# block 1

block_1/cell_classes.png
Scale: 3 px per um.
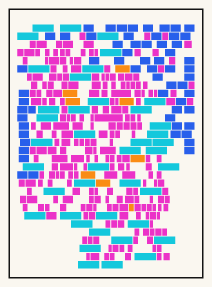

==> config.mk <==
export PLATFORM = sky130hd
export DESIGN_NAME = bist_controller
export DESIGN_NICKNAME = d
export VERILOG_FILES = /design/src/rtl/bist_controller.sv
export SDC_FILE = /design/constraint.sdc
export NUM_CORES = 1
export LEC_CHECK = 0
export CORE_AREA = 2 2 62 87
export DETAILED_ROUTE_END_ITERATION = 8
export DIE_AREA = 0 0 64 89
export GPL_ROUTABILITY_DRIVEN = 1
export HOLD_SLACK_MARGIN = 0.06
export PLACE_DENSITY = 0.79
export SYNTH_ARGS = -nofsm -noshare
export SYNTH_HDL_FRONTEND = slang
export SYNTH_SLANG_ARGS = --single-unit
==> constraint.sdc <==
create_clock -name clk -period 3.97 [get_ports clk]
set_clock_uncertainty 0.15 [all_clocks]
set_input_delay 0.5955 -clock clk [delete_from_list [all_inputs] [get_ports clk]]
set_output_delay 0.5955 -clock clk [all_outputs]
set_load 0.05 [all_outputs]
==> src/rtl/bist_controller.sv <==
// Logic-BIST session sequencer: seed LFSR, apply N_PATTERNS, flush the CUT into the MISR, compare signature.
// Optional BIST_SIG_CAPTURE_EN adds sig_captured, holding the last checked MISR signature for diagnosis.
module bist_controller #(
  parameter int               N_PATTERNS   = 1000,
  parameter int               CNT_W        = 16,
  parameter int               FLUSH_CYCLES = 2,
  parameter int               SIG_W        = 32,
  parameter logic [SIG_W-1:0] GOLDEN_SIG   = '0
) (
  input  logic             clk,
  input  logic             reset_n,
  input  logic             start,
  input  logic             abort,
  input  logic [SIG_W-1:0] signature,
  output logic             lfsr_reset,
  output logic             lfsr_enable,
  output logic             misr_clear,
  output logic             misr_enable,
  output logic             test_mode,
  output logic             busy,
  output logic             done,
  output logic             pass,
`ifdef BIST_SIG_CAPTURE_EN
  output logic [SIG_W-1:0] sig_captured,
`endif
  output logic [CNT_W-1:0] pattern_count
);

  typedef enum logic [2:0] {
    S_IDLE, S_INIT, S_RUN, S_FLUSH, S_CHECK, S_DONE
  } state_e;

  localparam logic [CNT_W-1:0] N_LAST  = CNT_W'(N_PATTERNS);
  localparam logic [CNT_W-1:0] F_LAST  = CNT_W'(FLUSH_CYCLES);
  localparam logic [CNT_W-1:0] CNT_ONE = CNT_W'(1);

  state_e           state_q, state_d;
  logic [CNT_W-1:0] cnt_q, cnt_d;
  logic [CNT_W-1:0] flush_q, flush_d;
  logic             pass_q, pass_d;
  logic             lfsr_reset_q, lfsr_enable_q, misr_clear_q, misr_enable_q;
  logic             test_mode_q, busy_q, done_q;
`ifdef BIST_SIG_CAPTURE_EN
  logic [SIG_W-1:0] sig_q, sig_d;
`endif

  // cnt_q numbers the pattern applied in the current RUN cycle, so it reads N_PATTERNS on the last one
  always_comb begin
    state_d = state_q;
    cnt_d   = cnt_q;
    flush_d = flush_q;
    pass_d  = pass_q;
`ifdef BIST_SIG_CAPTURE_EN
    sig_d   = sig_q;
`endif
    case (state_q)
      S_IDLE, S_DONE: begin
        if (start) begin
          state_d = S_INIT;
          cnt_d   = '0;
          pass_d  = 1'b0;
`ifdef BIST_SIG_CAPTURE_EN
          sig_d   = '0;
`endif
        end
      end
      S_INIT: begin
        if (abort) begin
          state_d = S_IDLE;
          pass_d  = 1'b0;
        end else begin
          state_d = S_RUN;
          cnt_d   = CNT_ONE;
        end
      end
      S_RUN: begin
        if (abort) begin
          state_d = S_IDLE;
          pass_d  = 1'b0;
        end else if (cnt_q == N_LAST) begin
          if (FLUSH_CYCLES == 0) begin
            state_d = S_CHECK;
          end else begin
            state_d = S_FLUSH;
            flush_d = CNT_ONE;
          end
        end else begin
          cnt_d = cnt_q + CNT_ONE;
        end
      end
      S_FLUSH: begin
        if (abort) begin
          state_d = S_IDLE;
          pass_d  = 1'b0;
        end else if (flush_q == F_LAST) begin
          state_d = S_CHECK;
        end else begin
          flush_d = flush_q + CNT_ONE;
        end
      end
      S_CHECK: begin
        if (abort) begin
          state_d = S_IDLE;
          pass_d  = 1'b0;
        end else begin
          state_d = S_DONE;
          pass_d  = (signature == GOLDEN_SIG);
`ifdef BIST_SIG_CAPTURE_EN
          sig_d   = signature;
`endif
        end
      end
      default: state_d = S_IDLE;
    endcase
  end

  // Outputs are registered from the next state so they line up with the state they describe
  always_ff @(posedge clk) begin
    if (!reset_n) begin
      state_q       <= S_IDLE;
      cnt_q         <= '0;
      flush_q       <= '0;
      pass_q        <= 1'b0;
      lfsr_reset_q  <= 1'b0;
      lfsr_enable_q <= 1'b0;
      misr_clear_q  <= 1'b0;
      misr_enable_q <= 1'b0;
      test_mode_q   <= 1'b0;
      busy_q        <= 1'b0;
      done_q        <= 1'b0;
`ifdef BIST_SIG_CAPTURE_EN
      sig_q         <= '0;
`endif
    end else begin
      state_q       <= state_d;
      cnt_q         <= cnt_d;
      flush_q       <= flush_d;
      pass_q        <= pass_d;
      lfsr_reset_q  <= (state_d == S_INIT);
      misr_clear_q  <= (state_d == S_INIT);
      lfsr_enable_q <= (state_d == S_RUN);
      misr_enable_q <= (state_d == S_RUN) || (state_d == S_FLUSH);
      test_mode_q   <= (state_d == S_INIT) || (state_d == S_RUN) ||
                       (state_d == S_FLUSH) || (state_d == S_CHECK);
      busy_q        <= (state_d == S_INIT) || (state_d == S_RUN) ||
                       (state_d == S_FLUSH) || (state_d == S_CHECK);
      done_q        <= (state_d == S_DONE);
`ifdef BIST_SIG_CAPTURE_EN
      sig_q         <= sig_d;
`endif
    end
  end

  assign lfsr_reset    = lfsr_reset_q;
  assign lfsr_enable   = lfsr_enable_q;
  assign misr_clear    = misr_clear_q;
  assign misr_enable   = misr_enable_q;
  assign test_mode     = test_mode_q;
  assign busy          = busy_q;
  assign done          = done_q;
  assign pass          = pass_q;
  assign pattern_count = cnt_q;
`ifdef BIST_SIG_CAPTURE_EN
  assign sig_captured  = sig_q;
`endif

endmodule
# block 2

===== src/rtl/mult_ctrl.sv =====
// mult_ctrl: sequencing controller and round-robin two-port arbiter for the
// WIDTH-bit shift-add multiplier datapath.
// Requests are granted round-robin. The granted operands are steered onto the
// datapath, its add/shift controls are sequenced, and the product is returned
// to the granted requester with a one-cycle done pulse.
// Optional feature: define MULT_EARLY_EXIT_EN to leave the add/shift loop as
// soon as the datapath reports that the multiplier has emptied.
module mult_ctrl #(
  parameter int WIDTH = 4
) (
  input  logic               clk,
  input  logic               reset,
  input  logic               req0,
  input  logic               req1,
  input  logic [WIDTH-1:0]   a0,
  input  logic [WIDTH-1:0]   b0,
  input  logic [WIDTH-1:0]   a1,
  input  logic [WIDTH-1:0]   b1,
  output logic               done0,
  output logic               done1,
  output logic [2*WIDTH-1:0] result,
  output logic               busy,
  output logic [WIDTH-1:0]   a,
  output logic [WIDTH-1:0]   b,
  output logic               en_a,
  output logic               ld_shift_a,
  output logic               en_b,
  output logic               ld_shift_b,
  output logic               en_p,
  output logic               ld_add_p,
  output logic               valid,
  output logic [1:0]         state,
  input  logic               lsb_b,
  input  logic               zero,
  input  logic [2*WIDTH-1:0] product
);

  localparam int CNT_W = (WIDTH > 1) ? $clog2(WIDTH) : 1;

  typedef enum logic [1:0] {
    ST_IDLE  = 2'b00,
    ST_ADD   = 2'b01,
    ST_SHIFT = 2'b10,
    ST_DONE  = 2'b11
  } state_t;

  state_t             state_q, state_d;
  logic [CNT_W-1:0]   cnt_q, cnt_d;
  logic               grant_q, grant_d;
  logic               last_grant_q, last_grant_d;
  logic               done0_q, done0_d;
  logic               done1_q, done1_d;
  logic [2*WIDTH-1:0] result_q, result_d;

  logic               elig0_s;
  logic               elig1_s;
  logic               any_elig_s;
  logic               win_s;
  logic               sel_s;

`ifndef MULT_EARLY_EXIT_EN
  // zero only steers the early exit; it is deliberately left unused here
  logic               unused_zero_s;
  assign unused_zero_s = zero;
`endif

  // Arbitration: a requester whose done is showing is masked so a held req
  // cannot reissue in the same cycle; ties go to the requester not served last.
  always_comb begin
    elig0_s    = req0 & ~done0_q;
    elig1_s    = req1 & ~done1_q;
    any_elig_s = elig0_s | elig1_s;
    if (elig0_s && elig1_s) begin
      win_s = ~last_grant_q;
    end else if (elig1_s) begin
      win_s = 1'b1;
    end else begin
      win_s = 1'b0;
    end
  end

  // Operand steering: live winner in IDLE (datapath loads every IDLE clock),
  // otherwise the latched grant.
  always_comb begin
    if (state_q == ST_IDLE) begin
      sel_s = any_elig_s ? win_s : 1'b0;
    end else begin
      sel_s = grant_q;
    end
    a = sel_s ? a1 : a0;
    b = sel_s ? b1 : b0;
  end

  // Next-state logic for the sequencer, grant bookkeeping and result capture.
  always_comb begin
    state_d      = state_q;
    cnt_d        = cnt_q;
    grant_d      = grant_q;
    last_grant_d = last_grant_q;
    done0_d      = 1'b0;
    done1_d      = 1'b0;
    result_d     = result_q;
    case (state_q)
      ST_IDLE: begin
        if (any_elig_s) begin
          grant_d      = win_s;
          last_grant_d = win_s;
          cnt_d        = {CNT_W{1'b0}};
          state_d      = ST_ADD;
        end else begin
          state_d = ST_IDLE;
        end
      end
      ST_ADD: begin
`ifdef MULT_EARLY_EXIT_EN
        if (zero) begin
          state_d = ST_DONE;
        end else begin
          state_d = ST_SHIFT;
        end
`else
        state_d = ST_SHIFT;
`endif
      end
      ST_SHIFT: begin
        if (cnt_q == CNT_W'(WIDTH - 1)) begin
          state_d = ST_DONE;
        end else begin
          cnt_d   = cnt_q + CNT_W'(1);
          state_d = ST_ADD;
        end
      end
      ST_DONE: begin
        result_d = product;
        if (grant_q) begin
          done1_d = 1'b1;
        end else begin
          done0_d = 1'b1;
        end
        state_d = ST_IDLE;
      end
      default: begin
        state_d = ST_IDLE;
      end
    endcase
  end

  // State-decoded datapath controls; everything is low unless a state asks.
  always_comb begin
    en_a       = 1'b0;
    ld_shift_a = 1'b0;
    en_b       = 1'b0;
    ld_shift_b = 1'b0;
    en_p       = 1'b0;
    ld_add_p   = 1'b0;
    valid      = 1'b0;
    case (state_q)
      ST_ADD: begin
        en_p     = lsb_b;
        ld_add_p = lsb_b;
      end
      ST_SHIFT: begin
        en_a       = 1'b1;
        ld_shift_a = 1'b1;
        en_b       = 1'b1;
        ld_shift_b = 1'b1;
      end
      ST_DONE: begin
        valid = 1'b1;
      end
      default: begin
        valid = 1'b0;
      end
    endcase
  end

  // Sequencer registers; reset aborts any operation without a done pulse.
  always_ff @(posedge clk or negedge reset) begin
    if (!reset) begin
      state_q      <= ST_IDLE;
      cnt_q        <= {CNT_W{1'b0}};
      grant_q      <= 1'b0;
      last_grant_q <= 1'b1;
      done0_q      <= 1'b0;
      done1_q      <= 1'b0;
      result_q     <= {(2*WIDTH){1'b0}};
    end else begin
      state_q      <= state_d;
      cnt_q        <= cnt_d;
      grant_q      <= grant_d;
      last_grant_q <= last_grant_d;
      done0_q      <= done0_d;
      done1_q      <= done1_d;
      result_q     <= result_d;
    end
  end

  assign done0  = done0_q;
  assign done1  = done1_q;
  assign result = result_q;
  assign busy   = (state_q != ST_IDLE);
  assign state  = state_q;

endmodule


===== config.mk =====
export PLATFORM = sky130hd
export DESIGN_NAME = mult_ctrl
export DESIGN_NICKNAME = d
export VERILOG_FILES = /design/src/rtl/mult_ctrl.sv
export SDC_FILE = /design/constraint.sdc
export NUM_CORES = 1
export LEC_CHECK = 0
export ABC_AREA = 1
export CAP_MARGIN = 20
export CORE_MARGIN = 2
export CORE_UTILIZATION = 25
export CTS_BUF_LIST = sky130_fd_sc_hd__clkbuf_8 sky130_fd_sc_hd__clkbuf_16
export DETAILED_ROUTE_END_ITERATION = 10
export SYNTH_ARGS = -nofsm -noshare
export SYNTH_HDL_FRONTEND = slang
export SYNTH_SLANG_ARGS = --single-unit

===== constraint.sdc =====
create_clock -name clk -period 3.35 [get_ports clk]
set_input_delay 0.8375 -clock clk [delete_from_list [all_inputs] [get_ports clk]]
set_output_delay 0.8375 -clock clk [all_outputs]
set_load 0.05 [all_outputs]

# block 3

$ cat src/rtl/sdft_pkg.sv
// Shared types and default sizing for the sliding-DFT sequencer and its
// interface.
package sdft_pkg;

    localparam int DEFAULT_FREQ_BINS = 16;
    localparam int DEFAULT_PIPE_LAT  = 2;

    typedef enum logic [1:0] {
        IDLE,
        DELTA,
        SWEEP,
        DRAIN
    } sdft_state_e;

    // Width of a counter holding 0..n-1, never narrower than one bit.
    function automatic int cnt_width(input int n);
        return (n > 1) ? $clog2(n) : 1;
    endfunction

endpackage

$ cat src/rtl/sdft_sequencer_if.sv
// Sample-intake, bin-RAM and readout signals between the sequencer (master)
// and the datapath/host side (slave).
interface sdft_sequencer_if
    import sdft_pkg::*;
#(
    parameter int FREQ_BINS = DEFAULT_FREQ_BINS
);
    localparam int AW = $clog2(FREQ_BINS);

    logic          sample_valid;
    logic          sample_ready;
    logic          sample_wr_en;
    logic [AW-1:0] sample_ptr;
    logic          delta_en;
    logic          bin_rd_en;
    logic [AW-1:0] bin_addr;
    logic [AW-1:0] tw_addr;
    logic          bin_wr_en;
    logic [AW-1:0] wr_addr;
    logic          rd_req;
    logic [AW-1:0] rd_addr_in;
    logic          rd_gnt;
    logic          busy;
    logic          overrun;

    modport master (
        input  sample_valid, rd_req, rd_addr_in,
        output sample_ready, sample_wr_en, sample_ptr, delta_en,
               bin_rd_en, bin_addr, tw_addr, bin_wr_en, wr_addr,
               rd_gnt, busy, overrun
    );

    modport slave (
        output sample_valid, rd_req, rd_addr_in,
        input  sample_ready, sample_wr_en, sample_ptr, delta_en,
               bin_rd_en, bin_addr, tw_addr, bin_wr_en, wr_addr,
               rd_gnt, busy, overrun
    );

endinterface

$ cat src/rtl/sdft_delay_line.sv
// Fixed-depth shift register that carries a word DEPTH cycles downstream;
// reset clears every stage.
module sdft_delay_line #(
    parameter int WIDTH = 1,
    parameter int DEPTH = 1
) (
    input  logic             clk,
    input  logic             reset,
    input  logic [WIDTH-1:0] din,
    output logic [WIDTH-1:0] dout
);

    logic [WIDTH-1:0] stage [DEPTH];

    // NOTE: every stage is reset, unlike a RAM array; a stale valid bit
    // left in flight would fire a write-back after reset.
    always_ff @(posedge clk) begin
        if (reset) begin
            for (int i = 0; i < DEPTH; i++) begin
                stage[i] <= '0;
            end
        end else begin
            stage[0] <= din;
            for (int i = 1; i < DEPTH; i++) begin
                stage[i] <= stage[i-1];
            end
        end
    end

    assign dout = stage[DEPTH-1];

endmodule

$ cat src/rtl/sdft_sequencer.sv
// Sliding-DFT control sequencer: per accepted sample, one delta cycle, a sweep
// over all bins, and a drain while the last write-backs retire.
module sdft_sequencer
    import sdft_pkg::*;
#(
    parameter int FREQ_BINS = DEFAULT_FREQ_BINS,
    parameter int PIPE_LAT  = DEFAULT_PIPE_LAT
) (
    input  logic             clk,
    input  logic             reset,
    sdft_sequencer_if.master bus
);

    localparam int            AW         = $clog2(FREQ_BINS);
    localparam int            DW         = cnt_width(PIPE_LAT);
    localparam logic [AW-1:0] LAST_BIN   = AW'(FREQ_BINS - 1);
    localparam logic [DW-1:0] LAST_DRAIN = DW'(PIPE_LAT - 1);

    sdft_state_e   state;
    sdft_state_e   state_nxt;
    logic [AW-1:0] sweep_idx;
    logic [DW-1:0] drain_cnt;
    logic [AW-1:0] sample_ptr;
    logic          overrun;

    logic          accept;
    logic          drop;
    logic          sample_ready;
    logic          sample_wr_en;
    logic          delta_en;
    logic          bin_rd_en;
    logic [AW-1:0] bin_addr;
    logic [AW-1:0] tw_addr;
    logic          rd_gnt;
    logic          busy;
    logic [AW:0]   wb_in;
    logic [AW:0]   wb_out;

    assign accept = bus.sample_valid && (state == IDLE);
    assign drop   = bus.sample_valid && (state != IDLE);

    // NOTE: sequential state uses <= so every register samples the
    // pre-edge values; blocking here would make ordering matter.
    always_ff @(posedge clk) begin
        if (reset) begin
            state      <= IDLE;
            sweep_idx  <= '0;
            drain_cnt  <= '0;
            sample_ptr <= '0;
            overrun    <= 1'b0;
        end else begin
            state     <= state_nxt;
            sweep_idx <= (state == SWEEP) ? sweep_idx + AW'(1) : '0;
            drain_cnt <= (state == DRAIN) ? drain_cnt + DW'(1) : '0;
            if (state == DRAIN && state_nxt == IDLE) begin
                sample_ptr <= sample_ptr + AW'(1);
            end
            if (drop) begin
                overrun <= 1'b1;
            end
        end
    end

    always_comb begin
        state_nxt = state;
        unique case (state)
            IDLE:  if (accept) state_nxt = DELTA;
            DELTA: state_nxt = SWEEP;
            SWEEP: if (sweep_idx == LAST_BIN) state_nxt = DRAIN;
            DRAIN: if (drain_cnt == LAST_DRAIN) state_nxt = IDLE;
            default: state_nxt = IDLE;
        endcase
    end

    // NOTE: every output gets a default before the case so no path
    // leaves one unassigned and infers a latch.
    always_comb begin
        sample_ready = 1'b0;
        sample_wr_en = 1'b0;
        delta_en     = 1'b0;
        bin_rd_en    = 1'b0;
        bin_addr     = '0;
        tw_addr      = '0;
        rd_gnt       = 1'b0;
        busy         = 1'b1;
        unique case (state)
            IDLE: begin
                sample_ready = 1'b1;
                busy         = 1'b0;
                if (bus.sample_valid) begin
                    sample_wr_en = 1'b1;
                    delta_en     = 1'b1;
                end else if (bus.rd_req) begin
                    rd_gnt    = 1'b1;
                    bin_rd_en = 1'b1;
                    bin_addr  = bus.rd_addr_in;
                end
            end
            SWEEP: begin
                bin_rd_en = 1'b1;
                bin_addr  = sweep_idx;
                tw_addr   = sweep_idx;
            end
            default: ;
        endcase
    end

    // Only sweep reads produce write-backs; readout grants never enter the line.
    assign wb_in = {state == SWEEP, tw_addr};

    sdft_delay_line #(
        .WIDTH(AW + 1),
        .DEPTH(PIPE_LAT)
    ) u_wb_delay (
        .clk  (clk),
        .reset(reset),
        .din  (wb_in),
        .dout (wb_out)
    );

    assign bus.sample_ready = sample_ready;
    assign bus.sample_wr_en = sample_wr_en;
    assign bus.sample_ptr   = sample_ptr;
    assign bus.delta_en     = delta_en;
    assign bus.bin_rd_en    = bin_rd_en;
    assign bus.bin_addr     = bin_addr;
    assign bus.tw_addr      = tw_addr;
    assign bus.bin_wr_en    = wb_out[AW];
    assign bus.wr_addr      = wb_out[AW-1:0];
    assign bus.rd_gnt       = rd_gnt;
    assign bus.busy         = busy;
    assign bus.overrun      = overrun;

endmodule

$ cat src/flat_wrapper.sv
// flat-port wrapper written by rule: the top's interface ports become plain ports
module sdft_sequencer_flat import sdft_pkg::*;
#(
    parameter int FREQ_BINS = DEFAULT_FREQ_BINS,
    parameter int PIPE_LAT  = DEFAULT_PIPE_LAT
)
  (clk, reset, bus_sample_valid, bus_rd_req, bus_rd_addr_in, bus_sample_ready, bus_sample_wr_en, bus_sample_ptr, bus_delta_en, bus_bin_rd_en, bus_bin_addr, bus_tw_addr, bus_bin_wr_en, bus_wr_addr, bus_rd_gnt, bus_busy, bus_overrun);
  sdft_sequencer_if #(.FREQ_BINS(FREQ_BINS)) bus_i ();
  input  logic clk;
  input  logic reset;
  input wire logic [$bits(bus_i.sample_valid)-1:0] bus_sample_valid;
  input wire logic [$bits(bus_i.rd_req)-1:0] bus_rd_req;
  input wire logic [$bits(bus_i.rd_addr_in)-1:0] bus_rd_addr_in;
  output wire logic [$bits(bus_i.sample_ready)-1:0] bus_sample_ready;
  output wire logic [$bits(bus_i.sample_wr_en)-1:0] bus_sample_wr_en;
  output wire logic [$bits(bus_i.sample_ptr)-1:0] bus_sample_ptr;
  output wire logic [$bits(bus_i.delta_en)-1:0] bus_delta_en;
  output wire logic [$bits(bus_i.bin_rd_en)-1:0] bus_bin_rd_en;
  output wire logic [$bits(bus_i.bin_addr)-1:0] bus_bin_addr;
  output wire logic [$bits(bus_i.tw_addr)-1:0] bus_tw_addr;
  output wire logic [$bits(bus_i.bin_wr_en)-1:0] bus_bin_wr_en;
  output wire logic [$bits(bus_i.wr_addr)-1:0] bus_wr_addr;
  output wire logic [$bits(bus_i.rd_gnt)-1:0] bus_rd_gnt;
  output wire logic [$bits(bus_i.busy)-1:0] bus_busy;
  output wire logic [$bits(bus_i.overrun)-1:0] bus_overrun;
  assign bus_i.sample_valid = bus_sample_valid;
  assign bus_i.rd_req = bus_rd_req;
  assign bus_i.rd_addr_in = bus_rd_addr_in;
  assign bus_sample_ready = bus_i.sample_ready;
  assign bus_sample_wr_en = bus_i.sample_wr_en;
  assign bus_sample_ptr = bus_i.sample_ptr;
  assign bus_delta_en = bus_i.delta_en;
  assign bus_bin_rd_en = bus_i.bin_rd_en;
  assign bus_bin_addr = bus_i.bin_addr;
  assign bus_tw_addr = bus_i.tw_addr;
  assign bus_bin_wr_en = bus_i.bin_wr_en;
  assign bus_wr_addr = bus_i.wr_addr;
  assign bus_rd_gnt = bus_i.rd_gnt;
  assign bus_busy = bus_i.busy;
  assign bus_overrun = bus_i.overrun;
  sdft_sequencer #(.FREQ_BINS(FREQ_BINS), .PIPE_LAT(PIPE_LAT)) u_core (.clk(clk), .reset(reset), .bus(bus_i));
endmodule
$ cat config.mk
export PLATFORM = sky130hd
export DESIGN_NAME = sdft_sequencer_flat
export DESIGN_NICKNAME = d
export VERILOG_FILES = /design/src/rtl/sdft_pkg.sv /design/src/rtl/sdft_sequencer_if.sv /design/src/rtl/sdft_delay_line.sv /design/src/rtl/sdft_sequencer.sv /design/src/flat_wrapper.sv
export SDC_FILE = /design/constraint.sdc
export NUM_CORES = 1
export LEC_CHECK = 0
export CAP_MARGIN = 40
export CORE_MARGIN = 2
export CORE_UTILIZATION = 42
export CTS_CLUSTER_SIZE = 14
export DETAILED_ROUTE_END_ITERATION = 16
export GPL_TIMING_DRIVEN = 0
export PLACE_DENSITY = 0.76
export SKIP_LAST_GASP = 1
export SYNTH_ARGS = -nofsm -noshare
export SYNTH_HDL_FRONTEND = slang
export SYNTH_SLANG_ARGS = --single-unit
$ cat constraint.sdc
create_clock -name clk -period 1.6 [get_ports clk]
set_input_delay 0.24 -clock clk [delete_from_list [all_inputs] [get_ports clk]]
set_output_delay 0.24 -clock clk [all_outputs]
set_load 0.01 [all_outputs]
block_1/density.png
Scale: 4 px per um. The die is cut into 6 by 9 equal tiles; black is low, pale yellow is high, 0 to 100% covered.
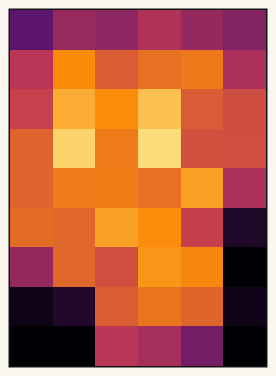
tiles over 75% full: 17%
fullest tile: 93%
densest ninth of the die: centre
mean over tiles: 52%
starting density of the core: 0.493
area of the core: 4840 um^2

Notes on block_1/cell_classes.png above:
legend:
  other buffers and delay cells:
    colour: blue
    cells: 60
  flip-flops:
    colour: cyan
    cells: 41
  all other logic:
    colour: magenta
    cells: 234
  clock drivers and dummy loads:
    colour: orange
    cells: 8
std cell rows: 30
post-layout instance area: 3060 um^2
Core Util, Final: 0.633
Seq area share: 0.268

==> run summary, block 1 <==
Quick summary of the implementation run below.

The detailed-router iteration count before antenna repair is 4. The detailed router reported a total wirelength of 5790 um. The via count of the first global-routing pass was 2167. The flow ran to the end, and the final reports show no timing, DRC or antenna violations.

The most used routing layer in global routing is met2. The capture endpoint of the worst hold path is pass. Summed over all nets, wire length on met3 after detailed routing comes to 289 um. The overall die width is 64 um. The setup slack of the critical path after layout came out at 1180 ps. The max-slew violation count came out at 0. Setup repair after global routing left no endpoint under its margin.

The number of antenna violations at the first check in global routing is 0. The count of endpoints failing hold in the final timing report came out at 0. The launch point of the worst register-to-register path is recorded as pattern_count[0]. After clock tree synthesis, the setup repair step added 0 buffers. The chip area line in the Yosys stat output reads 2390 um^2. The worst setup path is captured at a flip-flop. The number of nets at the end of the flow is 382. The top achievable clock speed came out at 0.358 GHz. The global-route wire length before repair came out at 9580 um.

The critical register-to-register path endpoint is pattern_count[13]. The cell-mix breakdown from Yosys lists the XOR/XNOR area share as 0.00367. The area share of the largest cell type after synthesis came out at 0.344. The number of stages on the worst setup path is 6. Looking at the gate-level netlist, the highest instance count belongs to dfxtp_1.

The die footprint is 5700 um^2. The number of clock sinks seen by CTS is 41. Looking at the setup timing report, the critical path kind is in2reg.

The worst setup path is launched from an input pin. In the final layout, the share of cells above drive strength 1 is 0.0525. The top fanout value on the critical path came out at 14. The count of H-tree levels built during CTS is 2.

The number of clock buffers added by TritonCTS is 5. The count of different cell masters after synthesis is 45. Among logic cells in the layout, the one with the most instances is clkdlybuf4s50_1.

The number of setup violations in the final report is 0. The worst setup path endpoint is pattern_count[13]. The share of the cycle needed by the critical path after routing came out at 0.703. The highest-delay cell along the critical path is a2111oi_1. Summing over every cut layer, the via total after detailed routing is 2372. The relative slew slack is 0.423. The data required time reported for the critical path is 4050 ps. The number of max-cap violations is 0.

The count of pins on the block boundary came out at 60.
## block 1: cell families after synthesis
logic type,count (synthesis)
flip-flops,41
AND/OR/NAND/NOR,139
AND-OR/OR-AND,65
buffers and inverters,29
adder cells (fa/ha/maj),4
multiplexers,15
XOR/XNOR,1
## block 1: layout make-up
type	count	area [um^2]	area share
clock inverters	1	5.00	0.00163
clock buffers	7	96.3	0.0315
multi-input cells	224	1430	0.465
repair buffers	60	598	0.195
flip-flops and latches	41	821	0.268
inverters	10	37.5	0.0123
well taps	64	80.1	0.0261
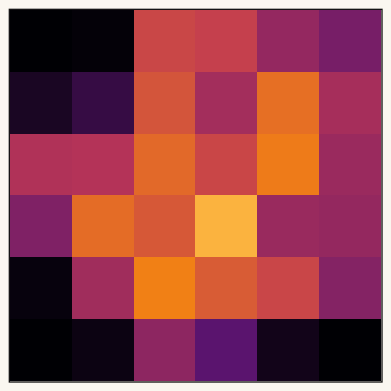
block_2/density.png
Scale: 6 px per um. The die is cut into 6 by 6 equal tiles; black is low, pale yellow is high, 0 to 100% covered.
emptiest ninth of the die: upper left
tiles over 75% full: 2.8%
mean over tiles: 39%
nearly empty tiles: 11%
densest ninth of the die: centre
fullest tile: 84%
area of the core: 3280 um^2
starting density of the core: 0.255
Core Util, Final: 0.471

==> run summary, block 2 <==
Quick summary of the implementation run below.

The worst setup path is captured at a primary output. The post-synthesis simple-gate area fraction came out at 0.383. The setup TNS is 0 ps. Yosys mapped a number of flops with a built-in enable equal to 0. The number of setup violations in the final report came out at 0. The synthesis run shows the most used standard cells to be 50 x nand2_1, 15 x dfrtp_1, 10 x nand3_1. The overflow left after global routing came out at 0.

The slew at the pin closest to its max-slew limit came out at 713 ps. The mean area per synthesized cell is 7.75 um^2. The startpoint of the lowest-slack hold path is result[3]. The global-route wire length before repair is 3440 um.

The met3 track demand over resource is 0.0455. The number of stages on the worst setup path is 8. The routability congestion estimate from global placement is 0.799.

The number of cells after detailed placement came out at 205. The flow ran to the end, and the final reports show no timing, DRC or antenna violations. The total of flip-flops plus latches after synthesis is 16. The tightest hold margin is 481 ps. The cell count listed in synth_stat.txt came out at 108. Walking the worst path, the cells encountered are clkdlybuf4s50_1 > nand2_1 > nor2_2 > nand2_2 > nand2_2 > nand2_1 > nand2_1 > buf_12. At the end of the flow, the number of nets in the layout was 195.
==> block 2: layout make-up <==
cell class | count | area, um^2 | share of cell area
inverters | 9 | 33.8 | 0.0218
flip-flops and latches | 16 | 402 | 0.260
well taps | 46 | 57.6 | 0.0372
repair buffers | 57 | 643 | 0.416
multi-input cells | 77 | 355 | 0.230
clock buffers | 4 | 55.1 | 0.0356
==> block 2: flip-flops by register name, summed over array words and instances (netlist names) <==
signal and flops:
last_grant_q 1, done0 1, done1 1, state 2, grant_q 1, result 8
cnt_q 2
block_3/metal_stack.png
Scale: 6 px per um.
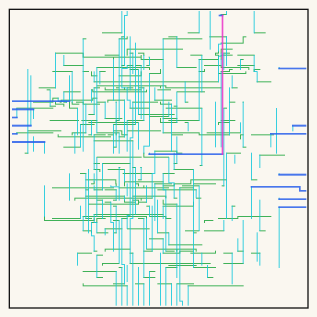
legend:
  met4:
    colour: magenta
    wire_length: 23.1 um
  met1:
    colour: green
    wire_length: 740 um
  met2:
    colour: cyan
    wire_length: 872 um
  met3:
    colour: blue
    wire_length: 69.9 um
wirelength, routed: 1710 um
Overall Global Routing Usage: 0.147
detailed-route via count: 714
detail-routed net length per standard cell: 11.1 um

block_3/pins.png
Scale: 8 px per um. Pins as bars across the die edge, other pins in grey.
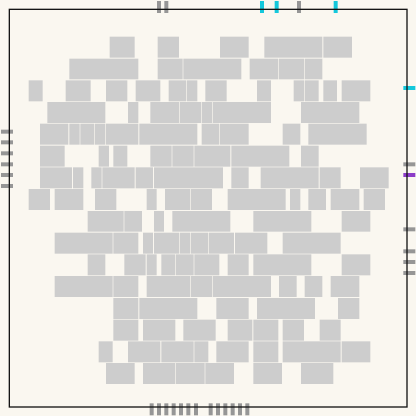
legend:
  bus_bin_wr_en:
    colour: purple
    pins: 1
    direction: output
    edge: right
  bus_sample_ptr:
    colour: cyan
    pins: 4
    direction: output
    edge: 3 top, 1 right
all pins by edge: 13 bottom, 7 right, 6 top, 6 left
die x size: 49.5 um
vertical die dimension: 49.5 um

==> run summary, block 3 <==
Quick summary of the implementation run below.

After synthesis the cells add up to 871 um^2. The largest cell class by area is registers. Counting every sink on the clock net gives 22. 32 I/O pins were placed.

The layout cell share with drive strength beyond 1 is 0.346. For this run, the top clock speed supported by timing is 0.612 GHz. Of all the cell area in the finished design, the clock network holds 0.0173. Max-cap violations in this run came to 0.

The fraction of synthesized cell area in xor and xnor cells came out at 0.0402. The total of flip-flops plus latches after synthesis came out at 22. The number of setup violations in the final report came out at 5.

The flow ran to the end, but the final reports show violations. The worst setup path is launched from a flip-flop. The critical path starts at u_core.state[0]. The final reports fail on setup timing. By count the netlist is led by 22 x dfxtp_1, 10 x nor2_1, 9 x and2_1, 9 x buf_4, 5 x nor2b_1.

The number of warnings in the stage logs came out at 28. The pin closest to its max-slew limit shows a slew of 420 ps. The proportion of cell area occupied by registers came out at 0.344.

The global-route wire length before repair is 2780 um. The share of the core filled by cells before placement is 0.444. The worst slack at placement is -454 ps. On the final layout, the worst hold slack is 343 ps.

OpenSTA lists the critical path endpoint as bus_bin_addr[2]. The max-slew violation count is 0. The script reports the combined buffer and inverter count of the critical path as 1. The count of flip-flops with a built-in enable after synthesis is 0. The cell count of the worst hold path is 3. Once detail routing completed, the nets flagged for antenna violations numbered 0. In the final layout, flip-flops and latches occupy 448 um^2.

The post-CTS hold buffer count recorded in the log is 0. The post-synthesis to final-layout area growth is 49.6%. The endpoint of the worst hold path is reported as u_core.bus.overrun.

The post-route report lists met1 wire length as 740 um. The final non-filler cell area came out at 1300 um^2. For this run, the script counts the antenna cells in the layout as 0. The area of placed instances is 1210 um^2.

The setup slack of the critical path after layout came out at -33.6 ps. The uppermost metal layer occupied by signal nets is met4. STA lists the startpoint of the worst hold path as bus_sample_valid. The main area contributors are dfxtp_1 51%, buf_4 7.8%, and2_1 6.5%. Per the placement report, the placed cell count is 147. The routed design uses 872 um of met2 wire.

The synthesized netlist net count came out at 99.
==> block 3: registers in the layout, indices dropped and copies added, names as in the netlist <==
register	count
u_core.u_wb_delay.stage	10
u_core.bus.sample_ptr	4
u_core.sweep_idx	4
u_core.state	2
u_core.bus.overrun	1
u_core.drain_cnt	1

